######## block 1 ########
block_1/logic_types.png
Scale: 6 px per micron.
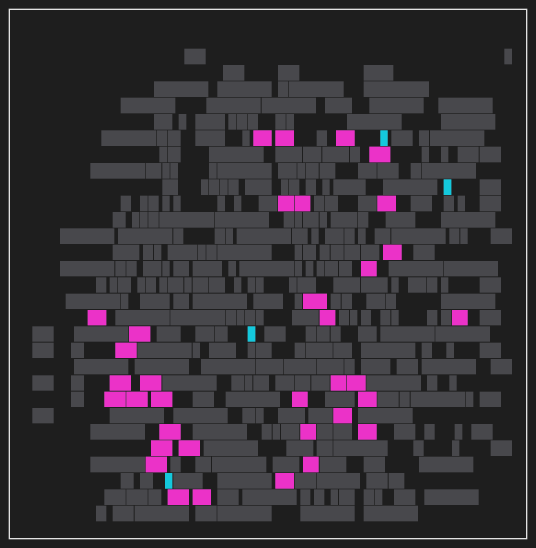

`config.mk`:
```
export PLATFORM = sky130hd
export DESIGN_NAME = square_iter
export DESIGN_NICKNAME = d
export VERILOG_FILES = /design/src/rtl/square_iter.sv
export SDC_FILE = /design/constraint.sdc
export NUM_CORES = 1
export LEC_CHECK = 0
export ABC_CLOCK_PERIOD_IN_PS = 4000
export CAP_MARGIN = 20
export CORE_AREA = 2 2 84 86
export DETAILED_ROUTE_END_ITERATION = 8
export DIE_AREA = 0 0 86 88
export PLACE_DENSITY = 0.84
export SYNTH_ARGS = -nofsm -noshare
export SYNTH_HDL_FRONTEND = slang
export SYNTH_SLANG_ARGS = --single-unit
```
`constraint.sdc`:
```
create_clock -name clk -period 4 [get_ports clk]
set_input_delay 0.4 -clock clk [delete_from_list [all_inputs] [get_ports clk]]
set_output_delay 0.4 -clock clk [all_outputs]
set_load 0.01 [all_outputs]
```
`src/rtl/square_iter.sv`:
```
// ----------------------------------------------------------------------------
// square_iter
// Iterative shift-and-add squarer. Accepts an unsigned root on a start request
// in IDLE and, after a fixed WIDTH-step run, presents root*root at 2*WIDTH
// bits. It regenerates the radicand from a square-root result so convergence
// can be confirmed.
//
// Ports:
//   clk      in   rising-edge clock
//   rst_n    in   asynchronous active-low reset
//   start    in   request, sampled only in IDLE
//   root     in   [WIDTH-1:0]   operand, captured on the accepted start edge
//   n_ref    in   [WIDTH-1:0]   radicand under test (bound check build only)
//   busy     out  operation in progress, including the DONE cycle
//   done     out  one-cycle pulse, square is new in that cycle
//   square   out  [2*WIDTH-1:0] last completed result
//   in_bound out  root is the floor square root of n_ref (bound check build)
//
// Build option: define SQUARE_BOUND_CHECK_EN to add the floor-root bound
// check; otherwise n_ref is ignored and in_bound is tied low.
// ----------------------------------------------------------------------------
module square_iter #(
    parameter int WIDTH = 8
) (
    input  logic                 clk,
    input  logic                 rst_n,
    input  logic                 start,
    input  logic [WIDTH-1:0]     root,
    input  logic [WIDTH-1:0]     n_ref,
    output logic                 busy,
    output logic                 done,
    output logic [2*WIDTH-1:0]   square,
    output logic                 in_bound
);

    localparam int CW = $clog2(WIDTH + 1);
    localparam logic [CW-1:0]      CNT_LAST = CW'(WIDTH - 1);
    localparam logic [CW-1:0]      CNT_ONE  = CW'(1);
    localparam logic [CW-1:0]      CNT_ZERO = CW'(0);
    localparam logic [2*WIDTH-1:0] SQ_ZERO  = {(2*WIDTH){1'b0}};
    localparam logic [WIDTH-1:0]   RT_ZERO  = {WIDTH{1'b0}};

    typedef enum logic [1:0] {
        IDLE = 2'd0,
        RUN  = 2'd1,
        DONE = 2'd2
    } state_t;

    state_t               state_r;
    state_t               state_s;
    logic [2*WIDTH-1:0]   mcand_r;
    logic [WIDTH-1:0]     mplier_r;
    logic [2*WIDTH-1:0]   acc_r;
    logic [CW-1:0]        cnt_r;
    logic [2*WIDTH-1:0]   acc_step_s;
    logic                 last_step_s;
    logic                 busy_r;
    logic                 done_r;
    logic [2*WIDTH-1:0]   square_r;

    // State register.
    always_ff @(posedge clk or negedge rst_n) begin
        if (!rst_n) begin
            state_r <= IDLE;
        end else begin
            state_r <= state_s;
        end
    end

    // Next-state logic.
    always_comb begin
        state_s = state_r;
        case (state_r)
            IDLE: begin
                if (start) begin
                    state_s = RUN;
                end else begin
                    state_s = IDLE;
                end
            end
            RUN: begin
                if (cnt_r == CNT_LAST) begin
                    state_s = DONE;
                end else begin
                    state_s = RUN;
                end
            end
            DONE:    state_s = IDLE;
            default: state_s = IDLE;
        endcase
    end

    // One multiply step: conditionally add the shifted multiplicand.
    // The sum cannot overflow 2*WIDTH bits since (2^W-1)^2 < 2^(2W).
    always_comb begin
        acc_step_s  = acc_r;
        last_step_s = (state_r == RUN) && (cnt_r == CNT_LAST);
        if (mplier_r[0]) begin
            acc_step_s = acc_r + mcand_r;
        end else begin
            acc_step_s = acc_r;
        end
    end

    // Datapath registers: load on accept, shift/accumulate while running.
    always_ff @(posedge clk or negedge rst_n) begin
        if (!rst_n) begin
            mcand_r  <= SQ_ZERO;
            mplier_r <= RT_ZERO;
            acc_r    <= SQ_ZERO;
            cnt_r    <= CNT_ZERO;
        end else begin
            case (state_r)
                IDLE: begin
                    if (start) begin
                        mcand_r  <= {RT_ZERO, root};
                        mplier_r <= root;
                        acc_r    <= SQ_ZERO;
                        cnt_r    <= CNT_ZERO;
                    end
                end
                RUN: begin
                    acc_r    <= acc_step_s;
                    mcand_r  <= mcand_r << 1;
                    mplier_r <= mplier_r >> 1;
                    cnt_r    <= cnt_r + CNT_ONE;
                end
                default: begin
                    acc_r <= acc_r;
                end
            endcase
        end
    end

    // Registered handshake and result; square is written with the last add.
    always_ff @(posedge clk or negedge rst_n) begin
        if (!rst_n) begin
            busy_r   <= 1'b0;
            done_r   <= 1'b0;
            square_r <= SQ_ZERO;
        end else begin
            busy_r <= (state_s != IDLE);
            done_r <= (state_s == DONE);
            if (last_step_s) begin
                square_r <= acc_step_s;
            end
        end
    end

    assign busy   = busy_r;
    assign done   = done_r;
    assign square = square_r;

`ifdef SQUARE_BOUND_CHECK_EN
    logic [WIDTH-1:0]   root_r;
    logic [WIDTH-1:0]   n_ref_r;
    logic [2*WIDTH:0]   bound_hi_s;
    logic               in_bound_s;
    logic               in_bound_r;

    // Operand copies for the bound check; mplier is consumed by the shifts.
    always_ff @(posedge clk or negedge rst_n) begin
        if (!rst_n) begin
            root_r  <= RT_ZERO;
            n_ref_r <= RT_ZERO;
        end else if ((state_r == IDLE) && start) begin
            root_r  <= root;
            n_ref_r <= n_ref;
        end
    end

    // (R+1)^2 = R^2 + 2R + 1, computed one bit wider so R = 2^W-1 fits.
    always_comb begin
        bound_hi_s = {1'b0, acc_step_s} + {{WIDTH{1'b0}}, root_r, 1'b1};
        in_bound_s = (acc_step_s <= {RT_ZERO, n_ref_r}) &&
                     ({1'b0, RT_ZERO, n_ref_r} < bound_hi_s);
    end

    // Bound flag registered alongside square.
    always_ff @(posedge clk or negedge rst_n) begin
        if (!rst_n) begin
            in_bound_r <= 1'b0;
        end else if (last_step_s) begin
            in_bound_r <= in_bound_s;
        end
    end

    assign in_bound = in_bound_r;
`else
    logic unused_n_ref_s;
    assign unused_n_ref_s = ^n_ref;
    assign in_bound       = 1'b0;
`endif

endmodule

```
######## block 2 ########
## src/rtl/operand_fetch_stage_pkg.sv

```systemverilog
// Shared sizing for the operand fetch stage and its register scoreboard.
// Widths must agree with the register file this stage reads from.
package operand_fetch_stage_pkg;

    localparam int BITSIZE_DEF = 16;
    localparam int ADDSIZE_DEF = 4;
    localparam int OPSIZE_DEF  = 6;
    localparam int NREGS_DEF   = 2 ** ADDSIZE_DEF;

    function automatic int num_regs(input int addsize);
        return 2 ** addsize;
    endfunction

endpackage

```

## src/rtl/operand_fetch_stage_scoreboard.sv

```systemverilog
// One pending bit per architectural register, set on issue of a writer and
// cleared on writeback; a same-cycle set of the same register wins.
module reg_scoreboard
    import operand_fetch_stage_pkg::*;
#(
    parameter int ADDSIZE = ADDSIZE_DEF,
    parameter int NREGS   = num_regs(ADDSIZE)
) (
    input  logic               clk,
    input  logic               rst,
    input  logic               i_set,
    input  logic [ADDSIZE-1:0] i_set_rw,
    input  logic               i_clr,
    input  logic [ADDSIZE-1:0] i_clr_rw,
    output logic [NREGS-1:0]   o_pending
);

    logic [NREGS-1:0] r_pending;
    logic [NREGS-1:0] w_pending_nxt;

    // Clear first, then set: the newly issued write is younger than the writeback.
    always_comb begin
        w_pending_nxt = r_pending;
        if (i_clr) begin
            w_pending_nxt[i_clr_rw] = 1'b0;
        end
        if (i_set) begin
            w_pending_nxt[i_set_rw] = 1'b1;
        end
    end

    always_ff @(posedge clk) begin
        if (rst) begin
            r_pending <= '0;
        end else begin
            r_pending <= w_pending_nxt;
        end
    end

    assign o_pending = r_pending;

endmodule

```

## src/rtl/operand_fetch_stage.sv

```systemverilog
// Operand fetch: drives regfile read addresses, resolves RAW/WAW hazards against
// the scoreboard, bypasses same-cycle writeback, and registers operands for execute.
module operand_fetch_stage
    import operand_fetch_stage_pkg::*;
#(
    parameter int BITSIZE = BITSIZE_DEF,
    parameter int ADDSIZE = ADDSIZE_DEF,
    parameter int OPSIZE  = OPSIZE_DEF
) (
    input  logic               clk,
    input  logic               rst,
    input  logic               in_valid,
    output logic               in_ready,
    input  logic [ADDSIZE-1:0] in_ra,
    input  logic [ADDSIZE-1:0] in_rb,
    input  logic [ADDSIZE-1:0] in_rw,
    input  logic               in_wr,
    input  logic [OPSIZE-1:0]  in_op,
    output logic [ADDSIZE-1:0] rf_ra,
    output logic [ADDSIZE-1:0] rf_rb,
    input  logic [BITSIZE-1:0] rf_adat,
    input  logic [BITSIZE-1:0] rf_bdat,
    input  logic               wb_valid,
    input  logic [ADDSIZE-1:0] wb_rw,
    input  logic [BITSIZE-1:0] wb_wdat,
    output logic               out_valid,
    input  logic               out_ready,
    output logic [BITSIZE-1:0] out_a,
    output logic [BITSIZE-1:0] out_b,
    output logic [ADDSIZE-1:0] out_rw,
    output logic               out_wr,
    output logic [OPSIZE-1:0]  out_op
);

    localparam int NREGS = num_regs(ADDSIZE);

    function automatic logic [BITSIZE-1:0] sel_operand(
        input logic               hit,
        input logic [BITSIZE-1:0] wdat,
        input logic [BITSIZE-1:0] rdat
    );
        return hit ? wdat : rdat;
    endfunction

    logic [NREGS-1:0]   w_pending;
    logic               w_hit_a;
    logic               w_hit_b;
    logic               w_hit_w;
    logic               w_stall_a;
    logic               w_stall_b;
    logic               w_stall_w;
    logic               w_out_free;
    logic               w_accept;
    logic [BITSIZE-1:0] w_opnd_a;
    logic [BITSIZE-1:0] w_opnd_b;

    logic               r_vld_p1;
    logic [BITSIZE-1:0] r_a_p1;
    logic [BITSIZE-1:0] r_b_p1;
    logic [ADDSIZE-1:0] r_rw_p1;
    logic               r_wr_p1;
    logic [OPSIZE-1:0]  r_op_p1;

    assign rf_ra = in_ra;
    assign rf_rb = in_rb;

    // A writeback landing this cycle satisfies the hazard it would otherwise cause.
    assign w_hit_a   = wb_valid && (wb_rw == in_ra);
    assign w_hit_b   = wb_valid && (wb_rw == in_rb);
    assign w_hit_w   = wb_valid && (wb_rw == in_rw);
    assign w_stall_a = w_pending[in_ra] && !w_hit_a;
    assign w_stall_b = w_pending[in_rb] && !w_hit_b;
    assign w_stall_w = in_wr && w_pending[in_rw] && !w_hit_w;

    assign w_out_free = !r_vld_p1 || out_ready;
    assign in_ready   = !rst && !w_stall_a && !w_stall_b && !w_stall_w && w_out_free;
    assign w_accept   = in_valid && in_ready;

    assign w_opnd_a = sel_operand(w_hit_a, wb_wdat, rf_adat);
    assign w_opnd_b = sel_operand(w_hit_b, wb_wdat, rf_bdat);

    reg_scoreboard #(
        .ADDSIZE (ADDSIZE),
        .NREGS   (NREGS)
    ) u_scoreboard (
        .clk       (clk),
        .rst       (rst),
        .i_set     (w_accept && in_wr),
        .i_set_rw  (in_rw),
        .i_clr     (wb_valid),
        .i_clr_rw  (wb_rw),
        .o_pending (w_pending)
    );

    // ---- p1: operands handed to execute ----
    always_ff @(posedge clk) begin
        if (rst) begin
            r_vld_p1 <= 1'b0;
            r_a_p1   <= '0;
            r_b_p1   <= '0;
            r_rw_p1  <= '0;
            r_wr_p1  <= 1'b0;
            r_op_p1  <= '0;
        end else if (w_accept) begin
            r_vld_p1 <= 1'b1;
            r_a_p1   <= w_opnd_a;
            r_b_p1   <= w_opnd_b;
            r_rw_p1  <= in_rw;
            r_wr_p1  <= in_wr;
            r_op_p1  <= in_op;
        end else if (out_ready) begin
            r_vld_p1 <= 1'b0;
        end
    end

    assign out_valid = r_vld_p1;
    assign out_a     = r_a_p1;
    assign out_b     = r_b_p1;
    assign out_rw    = r_rw_p1;
    assign out_wr    = r_wr_p1;
    assign out_op    = r_op_p1;

endmodule

```

## config.mk

```make
export PLATFORM = sky130hd
export DESIGN_NAME = operand_fetch_stage
export DESIGN_NICKNAME = d
export VERILOG_FILES = /design/src/rtl/operand_fetch_stage_pkg.sv /design/src/rtl/operand_fetch_stage_scoreboard.sv /design/src/rtl/operand_fetch_stage.sv
export SDC_FILE = /design/constraint.sdc
export NUM_CORES = 1
export LEC_CHECK = 0
export CAP_MARGIN = 10
export CORE_UTILIZATION = 35
export CTS_BUF_LIST = sky130_fd_sc_hd__clkbuf_8
export CTS_CLUSTER_DIAMETER = 80
export DETAILED_ROUTE_END_ITERATION = 7
export PLACE_DENSITY_LB_ADDON = 0.12
export SYNTH_ARGS = -nofsm -noshare
export SYNTH_HDL_FRONTEND = slang
export SYNTH_SLANG_ARGS = --single-unit
export TNS_END_PERCENT = 50
```

## constraint.sdc

```tcl
create_clock -name clk -period 2.1 [get_ports clk]
set_input_delay 0.21 -clock clk [delete_from_list [all_inputs] [get_ports clk]]
set_output_delay 0.21 -clock clk [all_outputs]
set_load 0.005 [all_outputs]
```

block_2/layer_met2.png
Scale: 3 px per micron. Cells faint in the background.
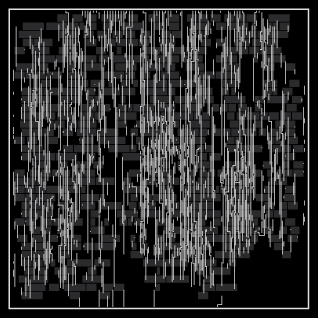
share of all routed wire: 49%
wire length on this layer: 5920 microns
nets with wire on the layer: 537
longest straight run: 54.4 microns

==> impl.org, block 2 <==
* Flow results

** Finish
- Cells fill 63.3% of the core in the end.
- Fraction of area in clock buffers and inverters :: 3.26%
- Flop share of the area :: 20.7%
- In this run the layout overhead on the synthesized area is reported as 76.0%.
- In the final layout, the fill cell count is 808.
- Inverters :: 4
- The repair_antennas step left the layout with diodes totalling 0.

** Synth
- In the synthesized netlist, mux cells make up 19.4% of the area.
- Post-synthesis share of cell area spent on and-or and or-and gates :: 21.4%
- Per the synthesis report, the adder-cell share of the synthesized area is 0%.
- For this run, the register share of the synthesized area comes to 36.3%.
- Once synthesis finished, the tally of register bits stood at 60.

** CTS
- The tree is rooted in a clkbuf_8.
- In this run, post-CTS repair resized a total of 16 instances.

** Outcome
- Run status :: complete, but fails checks
- Violated checks :: negative setup slack

** GRT
- Met3 layer usage reported by global route :: 7.03%
- Layer with the highest usage :: met2

** Floorplanning
- Num ports :: 129
- Well-tap cell count :: 111

** Worst hold path
- Looking at hold timing, the worst path starts from in_op[4].

** Final timing
- For reference, the final report shows the hold violation count at 0.
- Worst Setup Slack, final :: -253 ps
- Per the finish-stage timing summary, setup violations number 60.

** Critical path
- Of all nets on the critical path, the largest fanout is 7.
- STA classifies the critical path endpoint as a register.
-- block 2: metal layers --
| layer | share of wire (%) | wire, microns |
|---|---|---|
| met1 | 42 | 5100 |
| met2 | 49 | 5920 |
| met3 | 7.5 | 909 |
| met4 | 1.9 | 225 |
| met5 | 0 | 0 |
-- block 2: state kept, by name, indices dropped and copies added, names as in the netlist --
| signal | cells |
|---|---|
| out_a | 16 |
| out_b | 16 |
| u_scoreboard.o_pending | 16 |
| out_op | 6 |
| out_rw | 4 |
| out_valid | 1 |
| out_wr | 1 |
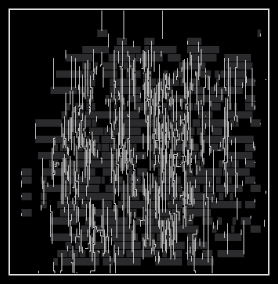
block_1/layer_met2.png
Scale: 3 px per micron. Cells faint in the background.
longest straight run: 31.3 microns
main direction: vertical
nets with wire on the layer: 309
met2 track demand over resource: 30.4%
via total after detailed routing: 2466
drt total wl: 6600 microns

Notes on block_1/logic_types.png above:
[magenta] AND-OR and OR-AND gates | cells: 35
[cyan] inverters | cells: 4

==> impl.org, block 1 <==
* Flow results

** Outcome
- The flow ran to the end, and the final reports show no timing, DRC or antenna violations.

** Floorplanning
- Height of the die :: 88 microns
- The total area inside the core boundary comes to 0.00664 sq mm.
- According to the I/O placement log, the pin count is 38.
- Per the OpenROAD floorplan log, the width of the die is 86 microns.

** Final timing
- Minimum hold slack :: 160 ps
- Fin crit period :: 2670 ps
- For the pin with the worst max-slew slack, the measured transition is 935 ps.

** Power and ir drop
- Leakage component of the power :: 1.80 nW

** Critical path
- For reference, the critical path is captured by square[14].
- The worst register-to-register path has a setup slack of 1330 ps.
- Critical path start-end classification :: reg2reg

** CTS
- As reported, the later end of the worst-skew pair has a clock insertion delay of 350 ps.
- After clock tree synthesis, the flow added hold-fix buffers numbering 0.

** Routing
- Met2 wire length :: 2960 microns

** Synth
- Synth flops :: 64
- Top flip-flop cell by instance count after synthesis :: dfrtp_1
- Post-synthesis cell type with the largest combined area :: dfrtp_1

** Flow run
- Across all stage logs, warnings added up to 34.
-- block 1: final cells by class --
type | instances | area, sq um
clock buffers | 11 | 151
clock inverters | 5 | 55.1
fillers | 578 | 2800
inverters | 4 | 15.0
multi-input cells | 237 | 1590
flip-flops and latches | 64 | 1600
well taps | 80 | 100
repair buffers | 35 | 332
-- block 1: per-stage QoR --
step / instance area [sq um] / setup WS [ps]
floorplan: 3270 / 1630
global route: 3840 / 1150
CTS: 3840 / 1370
global placement: 3620 / 1420
finish: 3840 / 1330
detailed placement: 3640 / 1390

######## block 3 ########
block_3/sizes.png
Scale: 4 px per micron.
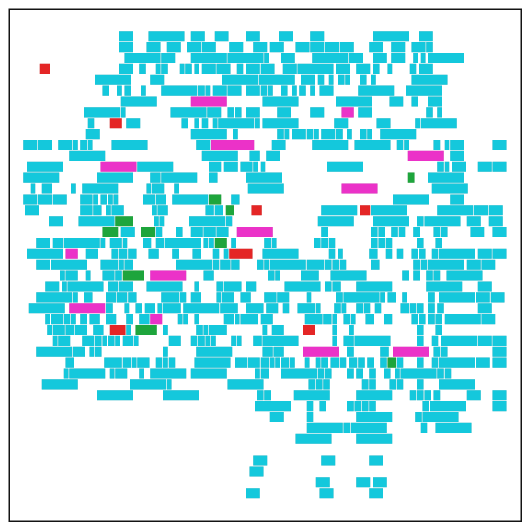
block_3/logic_types.png
Scale: 4 px per micron.
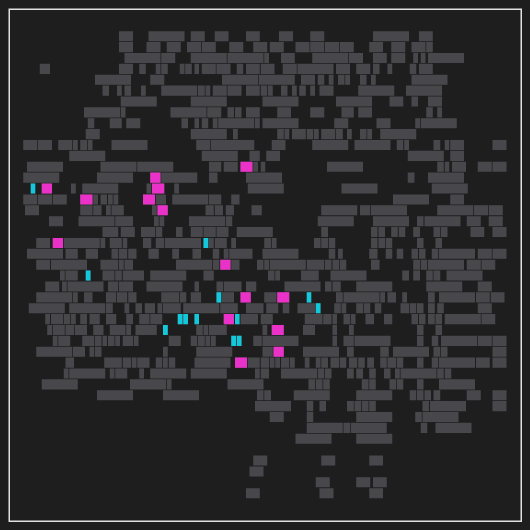
$ cat src/rtl/fpga_cfg_pkg.sv
`default_nettype none
// ---------------------------------------------------------------------------
// fpga_cfg_pkg: shared types and constants for the scan-chain config loader.
// rev 1.0
// ---------------------------------------------------------------------------
package fpga_cfg_pkg;

  localparam int   CFG_WORD_W = 32;
  localparam logic SEL_CLB    = 1'b0;
  localparam logic SEL_CONN   = 1'b1;

  typedef enum logic [2:0] {
    IDLE  = 3'd0,
    LOAD  = 3'd1,
    SH_LO = 3'd2,
    SH_HI = 3'd3,
    RB    = 3'd4,
    FIN   = 3'd5
  } cfg_state_t;

endpackage
`default_nettype wire

$ cat src/rtl/scan_clk_gen.sv
`default_nettype none
// ---------------------------------------------------------------------------
// scan_clk_gen: HALF-cycle phase counter driving a flop-based scan clock.
// rev 1.0
// ---------------------------------------------------------------------------
module scan_clk_gen #(
  parameter int HALF = 1
) (
  input  logic clk,
  input  logic rst_n,
  input  logic run,
  output logic scan_clk,
  output logic phase_end
);

  localparam int            CW   = (HALF > 1) ? $clog2(HALF) : 1;
  localparam logic [CW-1:0] LAST = CW'(HALF - 1);

  logic [CW-1:0] cnt;

  // Counter and the FSM enter a shift phase on the same edge, so they stay in lockstep.
  assign phase_end = run && (cnt == LAST);

  always_ff @(posedge clk or negedge rst_n) begin
    if (!rst_n) begin
      cnt      <= '0;
      scan_clk <= 1'b0;
    end else if (!run) begin
      cnt      <= '0;
      scan_clk <= 1'b0;
    end else if (phase_end) begin
      cnt      <= '0;
      scan_clk <= ~scan_clk;
    end else begin
      cnt      <= cnt + CW'(1);
    end
  end

endmodule
`default_nettype wire

$ cat src/rtl/scan_cfg_loader.sv
`default_nettype none
// ---------------------------------------------------------------------------
// scan_cfg_loader: loads 32-bit host words serially into the CLB/CONN scan
// chains and returns the shifted-out bits as readback words.  rev 1.0
// ---------------------------------------------------------------------------
module scan_cfg_loader
  import fpga_cfg_pkg::*;
#(
  parameter int CLB_LEN  = 512,
  parameter int CONN_LEN = 2048,
  parameter int HALF     = 1
) (
  input  logic                  clk,
  input  logic                  rst_n,
  input  logic                  start,
  input  logic                  sel,
  output logic                  busy,
  output logic                  done,
  input  logic [CFG_WORD_W-1:0] wr_data,
  input  logic                  wr_valid,
  output logic                  wr_ready,
  output logic [CFG_WORD_W-1:0] rd_data,
  output logic                  rd_valid,
  input  logic                  rd_ready,
  output logic                  scan_clk,
  output logic                  clb_scan_en,
  output logic                  conn_scan_en,
  output logic                  clb_scan_in,
  input  logic                  clb_scan_out,
  output logic                  conn_scan_in,
  input  logic                  conn_scan_out
);

  localparam int MAXLEN = (CLB_LEN > CONN_LEN) ? CLB_LEN : CONN_LEN;
  localparam int LW     = ($clog2(MAXLEN + 1) > 6) ? $clog2(MAXLEN + 1) : 6;

  cfg_state_t            state;
  logic                  sel_q;
  logic [LW-1:0]         len;
  logic [LW-1:0]         sent;
  logic [LW-1:0]         remaining;
  logic [5:0]            nbits;
  logic [5:0]            k;
  logic [CFG_WORD_W-2:0] sr;
  logic                  run;
  logic                  phase_end;
  logic                  tail;

  assign run       = (state == SH_LO) || (state == SH_HI);
  assign remaining = len - sent;
  assign tail      = (sel_q == SEL_CONN) ? conn_scan_out : clb_scan_out;

  scan_clk_gen #(.HALF(HALF)) u_clk_gen (
    .clk       (clk),
    .rst_n     (rst_n),
    .run       (run),
    .scan_clk  (scan_clk),
    .phase_end (phase_end)
  );

  always_ff @(posedge clk or negedge rst_n) begin
    if (!rst_n) begin
      state        <= IDLE;
      sel_q        <= SEL_CLB;
      len          <= '0;
      sent         <= '0;
      nbits        <= '0;
      k            <= '0;
      sr           <= '0;
      busy         <= 1'b0;
      done         <= 1'b0;
      wr_ready     <= 1'b0;
      rd_data      <= '0;
      rd_valid     <= 1'b0;
      clb_scan_en  <= 1'b0;
      conn_scan_en <= 1'b0;
      clb_scan_in  <= 1'b0;
      conn_scan_in <= 1'b0;
    end else begin
      done <= 1'b0;
      case (state)
        IDLE: if (start) begin
          sel_q        <= sel;
          len          <= (sel == SEL_CONN) ? LW'(CONN_LEN) : LW'(CLB_LEN);
          sent         <= '0;
          busy         <= 1'b1;
          wr_ready     <= 1'b1;
          clb_scan_en  <= (sel == SEL_CLB);
          conn_scan_en <= (sel == SEL_CONN);
          state        <= LOAD;
        end
        LOAD: if (wr_valid) begin
          // Bit 0 goes straight to the pin; sr holds the bits still to come.
          sr           <= wr_data[CFG_WORD_W-1:1];
          clb_scan_in  <= (sel_q == SEL_CLB) && wr_data[0];
          conn_scan_in <= (sel_q == SEL_CONN) && wr_data[0];
          nbits        <= (remaining >= LW'(CFG_WORD_W)) ? 6'(CFG_WORD_W) : remaining[5:0];
          k            <= '0;
          rd_data      <= '0;
          wr_ready     <= 1'b0;
          state        <= SH_LO;
        end
        SH_LO: if (phase_end) begin
          rd_data[k[4:0]] <= tail;
          state           <= SH_HI;
        end
        SH_HI: if (phase_end) begin
          k            <= k + 6'd1;
          sent         <= sent + LW'(1);
          sr           <= sr >> 1;
          clb_scan_in  <= (sel_q == SEL_CLB) && sr[0];
          conn_scan_in <= (sel_q == SEL_CONN) && sr[0];
          if ((k + 6'd1) < nbits) begin
            state <= SH_LO;
          end else begin
            rd_valid <= 1'b1;
            state    <= RB;
          end
        end
        RB: if (rd_ready) begin
          rd_valid <= 1'b0;
          if (sent == len) begin
            busy         <= 1'b0;
            done         <= 1'b1;
            clb_scan_en  <= 1'b0;
            conn_scan_en <= 1'b0;
            clb_scan_in  <= 1'b0;
            conn_scan_in <= 1'b0;
            state        <= FIN;
          end else begin
            wr_ready <= 1'b1;
            state    <= LOAD;
          end
        end
        FIN:     state <= IDLE;
        default: state <= IDLE;
      endcase
    end
  end

endmodule
`default_nettype wire

$ cat config.mk
export PLATFORM = sky130hd
export DESIGN_NAME = scan_cfg_loader
export DESIGN_NICKNAME = d
export VERILOG_FILES = /design/src/rtl/fpga_cfg_pkg.sv /design/src/rtl/scan_clk_gen.sv /design/src/rtl/scan_cfg_loader.sv
export SDC_FILE = /design/constraint.sdc
export NUM_CORES = 1
export LEC_CHECK = 0
export ABC_CLOCK_PERIOD_IN_PS = 7200
export CAP_MARGIN = 20
export CORE_MARGIN = 3
export CORE_UTILIZATION = 35
export CTS_CLUSTER_SIZE = 25
export DETAILED_ROUTE_END_ITERATION = 12
export GPL_TIMING_DRIVEN = 1
export PLACE_DENSITY = 0.66
export SLEW_MARGIN = 20
export SYNTH_ARGS = -nofsm -noshare
export SYNTH_HDL_FRONTEND = slang
export SYNTH_HIERARCHICAL = 1
export SYNTH_SLANG_ARGS = --single-unit
$ cat constraint.sdc
create_clock -name clk -period 7.2 [get_ports clk]
set_clock_uncertainty 0.2 [all_clocks]
set_input_delay 1.44 -clock clk [delete_from_list [all_inputs] [get_ports clk]]
set_output_delay 1.44 -clock clk [all_outputs]
set_load 0.05 [all_outputs]
==> impl.org <==
* Flow results

** Outcome
- Run status :: finished, final reports clean

** Finish
- Buffers outside the clock class :: 82
- The area taken by multi-input combinational cells is reported as 0.00242 sq mm.
- Non-clock buffer share :: 12.8%
- Fraction of area in clock buffers and inverters :: 4.78%
- Layout clock buffers :: 9
- Nets :: 657
- Inverters :: 13

** Routing
- Summing over every cut layer, the via total after detailed routing is 4145.
- For this run, the detailed router reports a per-instance via density of 5.25.

** Place
- Post-place setup slack :: 3280 ps

** Floorplanning
- Die Size :: 0.0163 sq mm
- Before placement the cells fill 36.6% of the core.

** Flow run
- The run reported a max-capacitance violation count of 0.

** CTS
- Post-cts repair resize count :: 0
- Level count of the clock H-tree :: 3

** Final timing
- For reference, the final report shows the hold violation count at 0.
- For the pin with the worst max-slew slack, the measured transition is 951 ps.

** Synth
- Yosys stat counts 550 cells in the synthesized netlist.
- Yosys reports that the leading cell type by area covers 49.3% of the netlist area.
- The cell-mix breakdown from Yosys lists the compound-gate area share as 19.1%.
- Mux contribution to synthesized area :: 6.79%

** Power and ir drop
- Summed over the clock group, the power is 0.498 mW.
- The analysis attributes to net switching a power of 0.846 mW.

** GRT
- First-pass GRT wire length :: 20500 microns
- Overall routing resource usage :: 15.4%

** Critical path
- The worst register-to-register path has a setup slack of 4170 ps.
## Picture notes: block_3/sizes.png
[green] _2 cells | cells: 10 | share: 1.6%
[magenta] _6 and larger | cells: 13 | share: 2.1% | most used: clkbuf_16
[cyan] _0 and _1 cells | cells: 579 | share: 95% | most used: o21ai_0
[red] _3 and _4 cells | cells: 7 | share: 1.1% | most used: buf_4
Syn-to-layout area delta: 22.9%
summed area of non-filler cells in the final layout: 0.00636 sq mm
Worst Setup Slack, final: 3640 ps

## Picture notes: block_3/logic_types.png
[magenta] AND-OR and OR-AND gates | cells: 15 | most used: a22o_1
[cyan] inverters | cells: 13 | most used: inv_1
most numerous logic cell after layout: o21ai_0
Non-Filler Instances: 789
logic gate fraction of the total cell area: 38.0%

critical path, stage by stage:
cell             delay, ps
clkdlybuf4s50_1        520
nor2b_1                400
a21o_1                 180
nand2_1                530
o21ai_0                380
o21ai_0                120
final timing paths:
check                             end  cells past startpoint
setup / recovery           rd_data[5]                      6
hold / removal                 sr[22]                      2
setup reg to reg             state[2]                      9
hold reg to reg                sr[22]                      2
max in group asynchronous      sr[26]                      2
min in group asynchronous      sr[28]                      1
registers in the layout (all words and copies together), names as in the netlist, 2 cells and up:
register / cells
k: 6
len: 2
nbits: 6
rd_data: 32
sent: 12
sr: 31
state: 3


==> gallery <==
Routing congestion.
picture 1
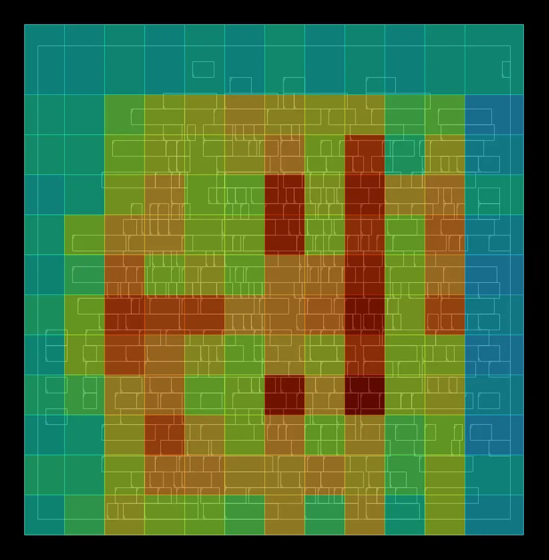
picture 2
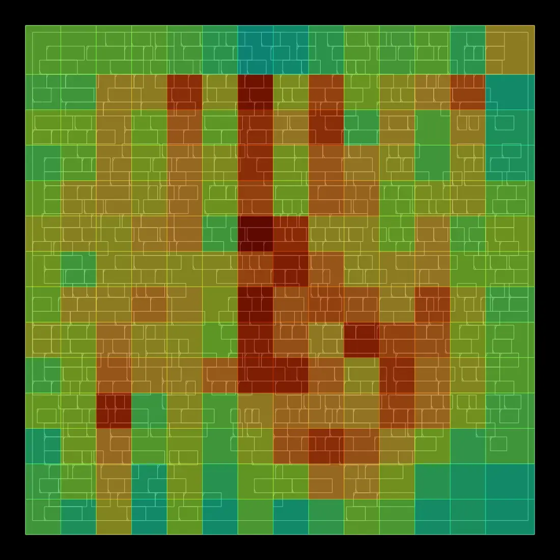
picture 3
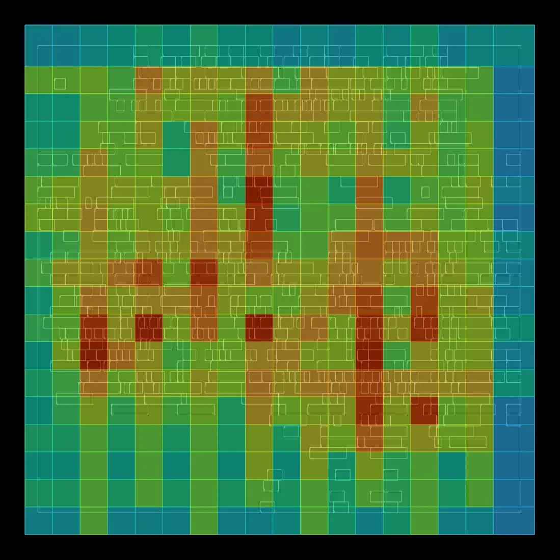
Picture 1 comes from block 1.
Picture 2 comes from block 2.
Picture 3 comes from block 3.
Of these, highest track usage: picture 2


## Gallery

M3 wires.
Plate I
Scale: 2 px per micron.
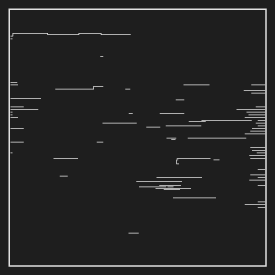
Plate II
Scale: 3 px per micron.
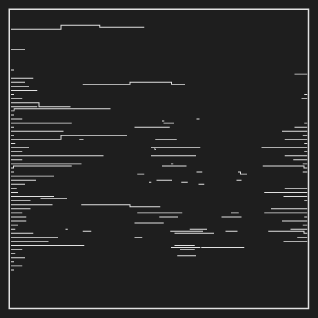
Plate III
Scale: 3 px per micron.
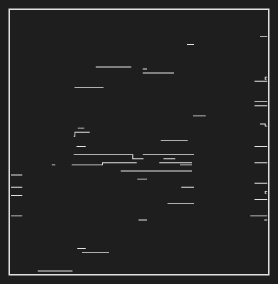
Of these, smallest die: Plate III
block 1: Plate III
block 2: Plate II
block 3: Plate I

No activity file was given, so power comes from the tool's default toggle rates.
